==================== alu_operand_sequencer
Figure 1. A small window of the routed layout (alu_operand_sequencer).
Window x 21 to 51, y 35 to 65 um. Cells in gray, sequential cells in the stronger gray; small squares are vias.
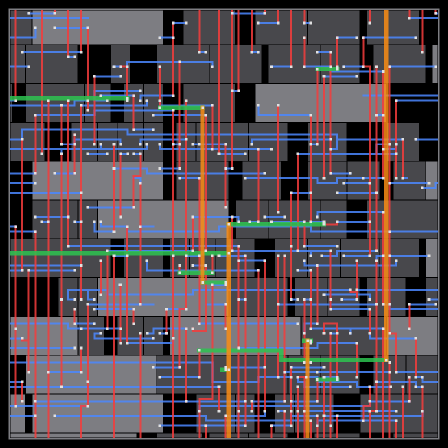
===== src/rtl/alu_operand_sequencer.sv =====
// Operand/opcode sequencer in front of a combinational ALU: captures A, B, op
// from one shared switch bus, runs one EXEC cycle and registers result + flags.
module alu_operand_sequencer #(
    parameter int DATA_W = 8,
    parameter int OP_W   = 6
) (
    input  logic              i_clk,
    input  logic              i_reset,
    input  logic [DATA_W-1:0] i_data,
    input  logic              i_load,
    input  logic              i_clear,
    output logic [DATA_W-1:0] o_alu_a,
    output logic [DATA_W-1:0] o_alu_b,
    output logic [OP_W-1:0]   o_alu_op,
    input  logic [DATA_W-1:0] i_alu_result,
    input  logic              i_alu_carry,
    output logic [DATA_W-1:0] o_result,
    output logic              o_carry,
    output logic              o_zero,
    output logic              o_valid,
    output logic              o_busy,
    output logic              o_err,
    output logic [2:0]        o_state
);

    typedef enum logic [2:0] {
        S_WAIT_A  = 3'd0,
        S_WAIT_B  = 3'd1,
        S_WAIT_OP = 3'd2,
        S_EXEC    = 3'd3,
        S_DONE    = 3'd4
    } state_t;

    state_t            state_q;
    logic [DATA_W-1:0] a_q, b_q, result_q;
    logic [OP_W-1:0]   op_q, op_d;
    logic              carry_q, zero_q, valid_q, err_q;
    logic              op_ok_d;

    function automatic logic opcode_valid(input logic [OP_W-1:0] op);
        case (op)
            OP_W'(6'b100000), OP_W'(6'b100010), OP_W'(6'b100100),
            OP_W'(6'b100101), OP_W'(6'b100110), OP_W'(6'b100111),
            OP_W'(6'b000011), OP_W'(6'b000010): opcode_valid = 1'b1;
            default:                            opcode_valid = 1'b0;
        endcase
    endfunction

    always_comb begin
        op_d    = i_data[OP_W-1:0];
        op_ok_d = opcode_valid(op_d);
    end

    // Clear has priority over any load; result flags survive a clear.
    always_ff @(posedge i_clk or posedge i_reset) begin
        if (i_reset) begin
            state_q  <= S_WAIT_A;
            a_q      <= '0;
            b_q      <= '0;
            op_q     <= '0;
            result_q <= '0;
            carry_q  <= 1'b0;
            zero_q   <= 1'b0;
            valid_q  <= 1'b0;
            err_q    <= 1'b0;
        end else if (i_clear) begin
            state_q <= S_WAIT_A;
            a_q     <= '0;
            b_q     <= '0;
            op_q    <= '0;
            valid_q <= 1'b0;
            err_q   <= 1'b0;
        end else begin
            valid_q <= 1'b0;
            case (state_q)
                S_WAIT_A: if (i_load) begin
                    a_q     <= i_data;
                    err_q   <= 1'b0;
                    state_q <= S_WAIT_B;
                end
                S_WAIT_B: if (i_load) begin
                    b_q     <= i_data;
                    state_q <= S_WAIT_OP;
                end
                S_WAIT_OP: if (i_load) begin
                    if (op_ok_d) begin
                        op_q    <= op_d;
                        state_q <= S_EXEC;
                    end else begin
                        err_q   <= 1'b1;
                        state_q <= S_WAIT_A;
                    end
                end
                S_EXEC: begin
                    result_q <= i_alu_result;
                    carry_q  <= i_alu_carry;
                    zero_q   <= (i_alu_result == '0);
                    valid_q  <= 1'b1;
                    state_q  <= S_DONE;
                end
                S_DONE:  state_q <= S_WAIT_A;
                default: state_q <= S_WAIT_A;
            endcase
        end
    end

    assign o_alu_a  = a_q;
    assign o_alu_b  = b_q;
    assign o_alu_op = op_q;
    assign o_result = result_q;
    assign o_carry  = carry_q;
    assign o_zero   = zero_q;
    assign o_valid  = valid_q;
    assign o_err    = err_q;
    assign o_busy   = (state_q == S_EXEC) || (state_q == S_DONE);
    assign o_state  = state_q;

endmodule


===== config.mk =====
export PLATFORM = sky130hd
export DESIGN_NAME = alu_operand_sequencer
export DESIGN_NICKNAME = d
export VERILOG_FILES = /design/src/rtl/alu_operand_sequencer.sv
export SDC_FILE = /design/constraint.sdc
export NUM_CORES = 1
export LEC_CHECK = 0
export CAP_MARGIN = 20
export CORE_MARGIN = 4
export CORE_UTILIZATION = 40
export CTS_BUF_LIST = sky130_fd_sc_hd__clkbuf_16
export DETAILED_ROUTE_END_ITERATION = 12
export PLACE_DENSITY = 0.76
export SYNTH_ARGS = -nofsm -noshare
export SYNTH_HDL_FRONTEND = slang
export SYNTH_SLANG_ARGS = --single-unit

===== constraint.sdc =====
create_clock -name i_clk -period 1.5 [get_ports i_clk]
set_input_delay 0.15 -clock i_clk [delete_from_list [all_inputs] [get_ports i_clk]]
set_output_delay 0.15 -clock i_clk [all_outputs]
set_load 0.005 [all_outputs]

==> notes.md <==
The synthesis and place-and-route flow finished, so here is a summary.

The post-synth area from yosys stat is 1618 um2. The area growth from synthesis to layout is 60.56%. The peak-usage layer in the global routing report is met2. The combinational power came out at 0.607 mW.

Data arrives at the worst endpoint at 1.65 ns. The register clock-pin slew on the reported worst setup and hold paths is 0.05 ns. Setup repair after global routing could not meet its margin everywhere.

The top-area cell type share of the netlist area is 0.5723. The CTS tree is yes. Per the detail_route log, the uppermost layer with routed signals is met4.

The worst setup path is of the reg2reg kind. The final-layout clock-cell area share is 0.05347. The number of antenna violations at the first check in global routing came out at 0.

The number of flip-flops and latches in the synthesized netlist came out at 37. The total placed instance area is 2347 um2. In the global route stage, met3 resource usage came out at 0.04628. The last timing report of the flow puts the setup violation total at 1. Counting both buffers and inverters, the worst setup path holds a total of 4. Per the post-synthesis report, the number of cells in the design is 153. The master cell of the clock root buffer is clkbuf_16.

The share of the Yosys chip area taken by registers is 0.5723. The area fraction in full adders, half adders and majority gates came out at 0. The capturing element type of the critical path is a register. The proportion of cell area occupied by multi-input gates is 0.2625.

The power in sequential cells came out at 1.16 mW. The clock-net power came out at 0.970 mW. After floorplanning, the core was sized to cover 3771 um2. The design draws 2.737 mW. The slack of the worst reg-to-reg path is -0.007 ns. The fraction of area in non-clock buffers came out at 0.3015. The post-synthesis share of cell area spent on xor and xnor gates is 0.005414. The number of flip-flops and latches is 37. The top cell family by delay on the critical path is buffers and inverters.

The largest share of the power goes to sequential cells. The initial cell density of the core is 0.4290. Per STA, the startpoint of the critical path is o_state[0]$_DFFE_PP0P_.

The startpoint of the most critical register-to-register path is o_state[0]$_DFFE_PP0P_. The most common library cell in the layout ignoring fill and taps is clkdlybuf4s50_1. Setup slack on the critical path of the routed design comes to -0.007136 ns.

The final reports fail on setup timing. The tool flagged a number of max-cap violations equal to 0. The layout report lists the combined flip-flop and latch area as 925.9 um2. Counting distinct cell types in the post-synthesis netlist gives 30. The switching share of power is 0.2403.

The minimum clock period is between 1.5 and 2 ns. Measured along the y axis, the die boundary spans 71.60 um. Summed over all instances, the cell type with the most area after synthesis is dfrtp_1.

The synthesis report lists the most area-consuming cells as dfrtp_1 (57%), nand2_1 (8.6%), mux2_2 (6.3%). The fraction of area in registers came out at 0.3565. The summed instance area of the synthesized netlist came out at 1618 um2. The share of total power dissipated in sequential elements is 0.424. The number of placed instances, taps included is between 200 and 300. Routing resource usage on met2 recorded by global route was 0.2704. The power density normalized to cell area is between 1000 and 1500 nW/um2.

The count of yosys warnings during synthesis is 0. The tool warning count is 28. The count of H-tree levels built during CTS is 2. The largest voltage drop on the vdd net came out at 804.5 uV. The number of buffers inserted by hold repair at cts is 0. The via count of the first global-routing pass was 1447. No sink is reached through more buffers than the 2 on the longest clock path. The flow ran to the end, but the final reports show violations.

The area of the die came out at 5126 um2. The post-CTS setup-driven buffer insertion count came out at 7. The library cell contributing the largest single delay on the critical path is dfrtp_1. The critical path's largest stage delay came out at roughly 0.39 ns. The fraction of the core area covered by cells at the end of the flow is 0.6888. The critical path ends at o_alu_b[0]$_DFFE_PP0P_.

The largest net degree at the start of global routing is 38.
About Figure 1:
metal 4 -> orange
metal 2 -> red
metal 1 -> blue
metal 3 -> green
sequential cells in the window = 9
most frequent = nand2_1 (13), clkdlybuf4s50_1 (13)
cells with their middle in the window = 75
netlist names of flops here include = `o_alu_b` (4), `o_alu_a` (3)


==================== matrix_scan_controller
Figure 2. Signal wires by layer (matrix_scan_controller).
(1 px per um) Only two layers are drawn.
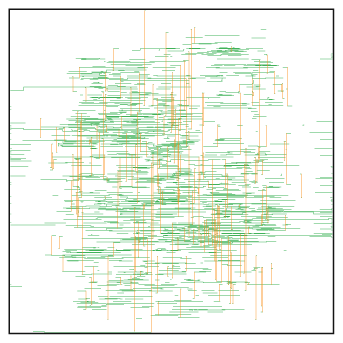
Figure 3. Routing congestion map (matrix_scan_controller).
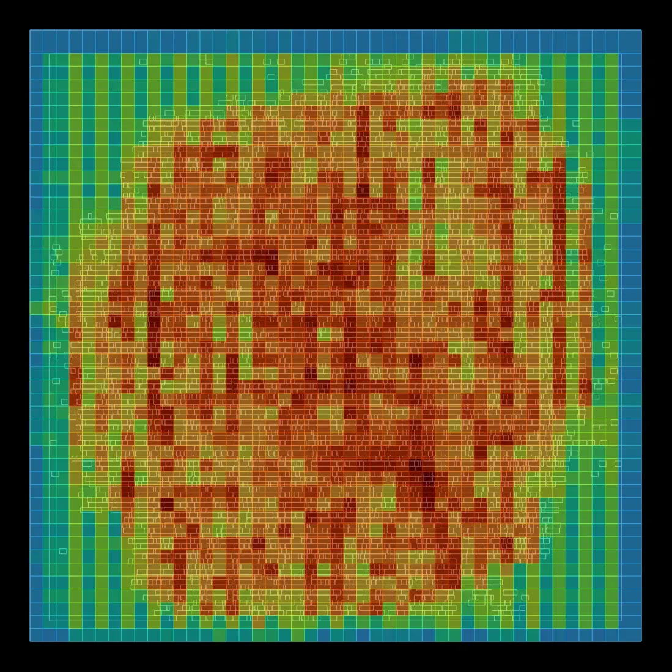
==> config.mk <==
export PLATFORM = sky130hd
export DESIGN_NAME = matrix_scan_controller
export DESIGN_NICKNAME = d
export VERILOG_FILES = /design/src/rtl/matrix_scan_controller.sv
export SDC_FILE = /design/constraint.sdc
export NUM_CORES = 2
export LEC_CHECK = 0
export ABC_CLOCK_PERIOD_IN_PS = 8100
export CAP_MARGIN = 15
export CORE_MARGIN = 10
export CORE_UTILIZATION = 57
export CTS_BUF_LIST = sky130_fd_sc_hd__clkbuf_8
export CTS_CLUSTER_SIZE = 8
export DETAILED_ROUTE_END_ITERATION = 12
export MAX_ROUTING_LAYER = met4
export PLACE_DENSITY = 0.86
export SLEW_MARGIN = 20
export SYNTH_ARGS = -nofsm -noshare
export SYNTH_HDL_FRONTEND = slang
export SYNTH_SLANG_ARGS = --single-unit
==> constraint.sdc <==
create_clock -name clk -period 8.1 [get_ports clk]
set_input_delay 1.62 -clock clk [delete_from_list [all_inputs] [get_ports clk]]
set_output_delay 1.62 -clock clk [all_outputs]
set_load 0.05 [all_outputs]
==> src/rtl/matrix_scan_controller.sv <==
// LED matrix row-scan controller with double-buffered row storage.
// The FSM drives an external shift-register driver: it loads one row,
// waits for the shift to complete, blanks, and then lights the row.
// The front buffer is displayed and the back buffer is written.
// Swaps between the two buffers are deferred to the frame boundary.
module matrix_scan_controller #(
  parameter int ON_CYCLES     = 1024,
  parameter int BLANK_CYCLES  = 8,
  parameter int SHIFT_TIMEOUT = 64
) (
  input  logic        clk,
  input  logic        rst,
  input  logic        wr_en,
  input  logic [2:0]  wr_row,
  input  logic [63:0] wr_data,
  input  logic        swap_req,
  input  logic        shift_done,
  output logic        shift_start,
  output logic [63:0] shift_data,
  output logic [7:0]  row_sel,
  output logic        oe_n,
  output logic        swap_ack,
  output logic        frame_tick,
  output logic        err_timeout
);

  localparam int MAX_A = (ON_CYCLES > BLANK_CYCLES) ? ON_CYCLES : BLANK_CYCLES;
  localparam int MAX_C = (MAX_A > SHIFT_TIMEOUT) ? MAX_A : SHIFT_TIMEOUT;
  localparam int CW    = $clog2(MAX_C + 1);

  localparam logic [CW-1:0] ON_LAST    = CW'(ON_CYCLES - 1);
  localparam logic [CW-1:0] ON_PRE     = CW'(ON_CYCLES - 2);
  localparam logic [CW-1:0] BLANK_LAST = CW'(BLANK_CYCLES - 1);
  localparam logic [CW-1:0] WAIT_LAST  = CW'(SHIFT_TIMEOUT - 1);

  typedef enum logic [2:0] {IDLE, LOAD, WAIT, BLANK, SHOW} state_t;

  state_t        state_reg;
  logic [2:0]    row_reg;
  logic [CW-1:0] cnt_reg;
  logic          front_sel_reg;
  logic          swap_pending_reg;
  logic          shift_start_reg;
  logic [63:0]   shift_data_reg;
  logic [7:0]    row_sel_reg;
  logic          oe_n_reg;
  logic          frame_tick_reg;
  logic          err_timeout_reg;

  // Both buffers in one array: index bit 3 selects the buffer, bits 2:0 the row.
  logic [63:0]   mem_reg [0:15];
  logic [3:0]    wr_addr;
  logic          do_swap;

  // Writes always land in whichever buffer is currently the back buffer.
  // In the swap cycle this is still the pre-swap back buffer.
  assign wr_addr = {~front_sel_reg, wr_row};

  // frame_tick is high during the last SHOW cycle of row 7.
  // A swap_req arriving in that same cycle still counts for this frame,
  // so the acknowledge cannot be registered ahead of time.
  assign do_swap = frame_tick_reg & ~rst & (swap_pending_reg | swap_req);

  assign shift_start = shift_start_reg;
  assign shift_data  = shift_data_reg;
  assign row_sel     = row_sel_reg;
  assign oe_n        = oe_n_reg;
  assign swap_ack    = do_swap;
  assign frame_tick  = frame_tick_reg;
  assign err_timeout = err_timeout_reg;

  // Row storage: cleared by reset, written only through the back-buffer port.
  always_ff @(posedge clk) begin
    if (rst) begin
      for (int i = 0; i < 16; i++) begin
        mem_reg[i] <= '0;
      end
    end else if (wr_en) begin
      mem_reg[wr_addr] <= wr_data;
    end
  end

  // Scan FSM. Outputs are updated on the transition into each state,
  // so they line up with the state being occupied.
  always_ff @(posedge clk) begin
    if (rst) begin
      state_reg        <= IDLE;
      row_reg          <= 3'd0;
      cnt_reg          <= '0;
      front_sel_reg    <= 1'b0;
      swap_pending_reg <= 1'b0;
      shift_start_reg  <= 1'b0;
      shift_data_reg   <= '0;
      row_sel_reg      <= 8'd0;
      oe_n_reg         <= 1'b1;
      frame_tick_reg   <= 1'b0;
      err_timeout_reg  <= 1'b0;
    end else begin
      shift_start_reg <= 1'b0;
      frame_tick_reg  <= 1'b0;
      if (swap_req) begin
        swap_pending_reg <= 1'b1;
      end
      case (state_reg)
        IDLE: begin
          state_reg       <= LOAD;
          row_reg         <= 3'd0;
          shift_start_reg <= 1'b1;
          shift_data_reg  <= mem_reg[{front_sel_reg, 3'd0}];
        end
        LOAD: begin
          state_reg <= WAIT;
          cnt_reg   <= '0;
        end
        WAIT: begin
          if (shift_done || cnt_reg == WAIT_LAST) begin
            if (!shift_done) begin
              err_timeout_reg <= 1'b1;
            end
            state_reg <= BLANK;
            cnt_reg   <= '0;
          end else begin
            cnt_reg <= cnt_reg + CW'(1);
          end
        end
        BLANK: begin
          if (cnt_reg == BLANK_LAST) begin
            state_reg      <= SHOW;
            cnt_reg        <= '0;
            oe_n_reg       <= 1'b0;
            row_sel_reg    <= 8'd1 << row_reg;
            frame_tick_reg <= (row_reg == 3'd7) && (ON_CYCLES == 1);
          end else begin
            cnt_reg <= cnt_reg + CW'(1);
          end
        end
        SHOW: begin
          if (cnt_reg == ON_LAST) begin
            state_reg       <= LOAD;
            oe_n_reg        <= 1'b1;
            row_sel_reg     <= 8'd0;
            shift_start_reg <= 1'b1;
            if (row_reg == 3'd7) begin
              // Frame end: row 0 of the next frame comes from the post-swap front.
              row_reg        <= 3'd0;
              shift_data_reg <= mem_reg[{front_sel_reg ^ do_swap, 3'd0}];
              if (do_swap) begin
                front_sel_reg    <= ~front_sel_reg;
                swap_pending_reg <= 1'b0;
              end
            end else begin
              row_reg        <= row_reg + 3'd1;
              shift_data_reg <= mem_reg[{front_sel_reg, row_reg + 3'd1}];
            end
          end else begin
            cnt_reg        <= cnt_reg + CW'(1);
            frame_tick_reg <= (row_reg == 3'd7) && (cnt_reg == ON_PRE);
          end
        end
        default: state_reg <= IDLE;
      endcase
    end
  end

endmodule
==> notes.md <==
The synthesis and place-and-route flow finished, so here is a summary.

The clock buffer count came out at roughly 180. The via density per instance came out at 6.400. The met1 routed wirelength after detailed routing is 54.06 mm. The fraction of final cell area spent on clock buffers and inverters in this run is 0.05347. The post-detailed-route DRC marker count is 0. Of the total power, the clock network draws 0.365. The clock passes through at most 3 buffers.

The most critical hold endpoint after final layout shows a slack of 0.4502 ns. The number of max-slew violations in the final report came out at 0. Per the summary, power density relative to cell area is 204.9 nW/um2. Looking at the VDD voltage map, the peak drop is 165.3 uV. The number of flops mapped to enable cells by yosys came out at about 1000.

The clock period could shrink to 5.240 ns. Sequential cells placed in the final layout were counted as 1120. The clock-net power is 4.33 mW. Per the post-synthesis report, the number of cells in the design is slightly below 4000. Global routing finished with a remaining overflow of 0.

Dividing the final minimum period by the clock period gives 0.6469. The fraction of area in non-clock buffers is 0.03831. The worst-case hold path end point is row_sel[4]$_SDFFE_PP0P_. The fraction of area in registers is 0.5634. The wire length of the first global-routing pass came out at 220.2 mm. Of the synthesized area, sequential elements account for 0.6254.

The synthesis report lists the most area-consuming cells as edfxtp_1 (59%), and2_1 (13%), mux2i_1 (9.0%). The final design area excluding fillers is 58010 um2. The horizontal die dimension reported for this design is about 320 um. Tap insertion was completed with 1176 tapcells. The most common flop cell mapped by yosys is edfxtp_1.

The worst slack at placement came out at 2.419 ns. The master cell of the clock root buffer is clkbuf_8. The post-synthesis share of cell area spent on xor and xnor gates is 0.0009819. The slew at the pin closest to its max-slew limit is around 1.2 ns. According to the floorplan log, the row count is 110.

The number of placed instances, taps included came out at 5019. The switching share of power came out at 0.2428. Once detailed placement completed, the half-perimeter wirelength came to between 80 and 90 mm. The share of cells above drive strength 1 is 0.1071.

The floorplan report gives the top-level pin count as 149. The number of cells on the worst reg-to-reg path came out at 9. According to the floorplan report, the die height is 322.7 um. The launch point of the worst register-to-register path is recorded as row_reg[0]$_SDFFE_PP0P_. The multi-input logic area came out at 18450 um2. The largest single stage delay on the critical path is 0.89 ns. The run finished with clean final reports. The top-area cell type share of the netlist area came out at 0.5886.

The top cell types in the final layout, fill and taps aside, are and2_1 (1057), edfxtp_1 (1024), mux2i_1 (471). Per the run report, area growth between synthesis and finish was 11.04%. The fraction of the core area covered by cells at the end of the flow is 0.6415. Among the stages of the critical path, the cell type that occurs most often is clkdlybuf4s50_1. For this run, the detailed router's first-pass iteration total came to 7. The weighted congestion reported at the end of routability-driven placement is 0.8157. The post-detailed-routing wire length is around 150 mm. The dominant power group in this design is sequential cells. The count of placed standard cells in the final layout, fillers left out came out at 5348. The final antenna diode tally reported by the flow is 17. The number of antenna violations at the first check in global routing came out at 14.

The top cell family by delay on the critical path is buffers and inverters. The count of endpoints failing hold in the final timing report is 0. The number of ordinary and repair buffers in the finished layout is 226. The library cell with the highest instance count after synthesis is and2_1. In this run the critical path is formed by clkdlybuf4s50_1 > buf_4 > nor3b_2 > clkdlybuf4s50_1.

The number of setup violations in the final report came out at 0. The aoi/oai-family share of the synthesized area came out at 0.07199. After synthesis the cells add up to around 52000 um2.

Yosys reports the multiplexer fraction of the synthesized area as 0.1205. The worst setup path is of the in2out kind. The proportion of power drawn by flip-flops and latches is 0.570.
About Figure 2:
metal 3 -> green  # wire length 19100 um
metal 4 -> orange  # wire length 5620 um

About Figure 3:
met1 Track Usage GR: 0.3652
global routing usage on met3: 0.07157
GR Util All Layers: 0.2910
met2 track demand over resource in global routing: 0.4470



==> layout pictures side by side <==
Gate-type map.
(a)
(6 px per um)
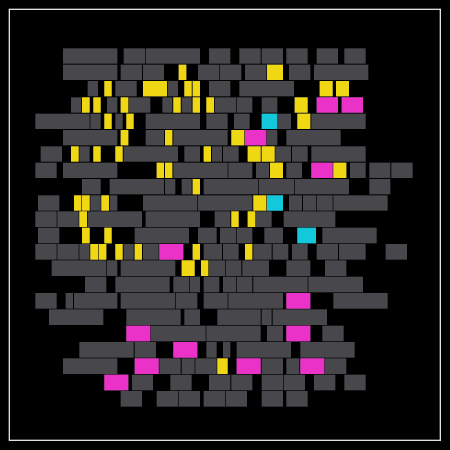
(b)
(1.5 px per um)
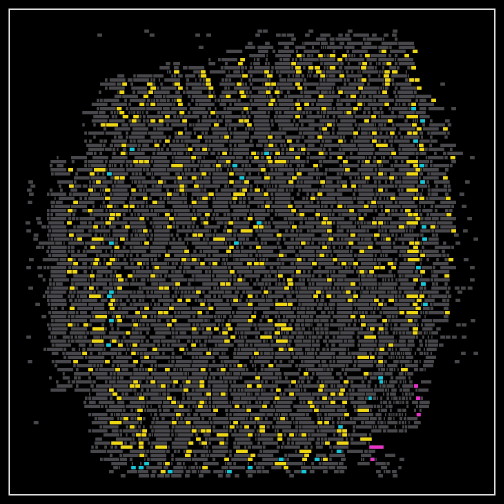
Of these, most cells: (b)
| picture | from |
|---|---|
| (a) | alu_operand_sequencer |
| (b) | matrix_scan_controller |

Key to (a):
multiplexers -> magenta  # cells 13
AND-OR and OR-AND gates -> cyan  # cells 3
NAND gates -> yellow  # cells 50

Power figures rest on the tool's default switching activity, not on a simulated workload.
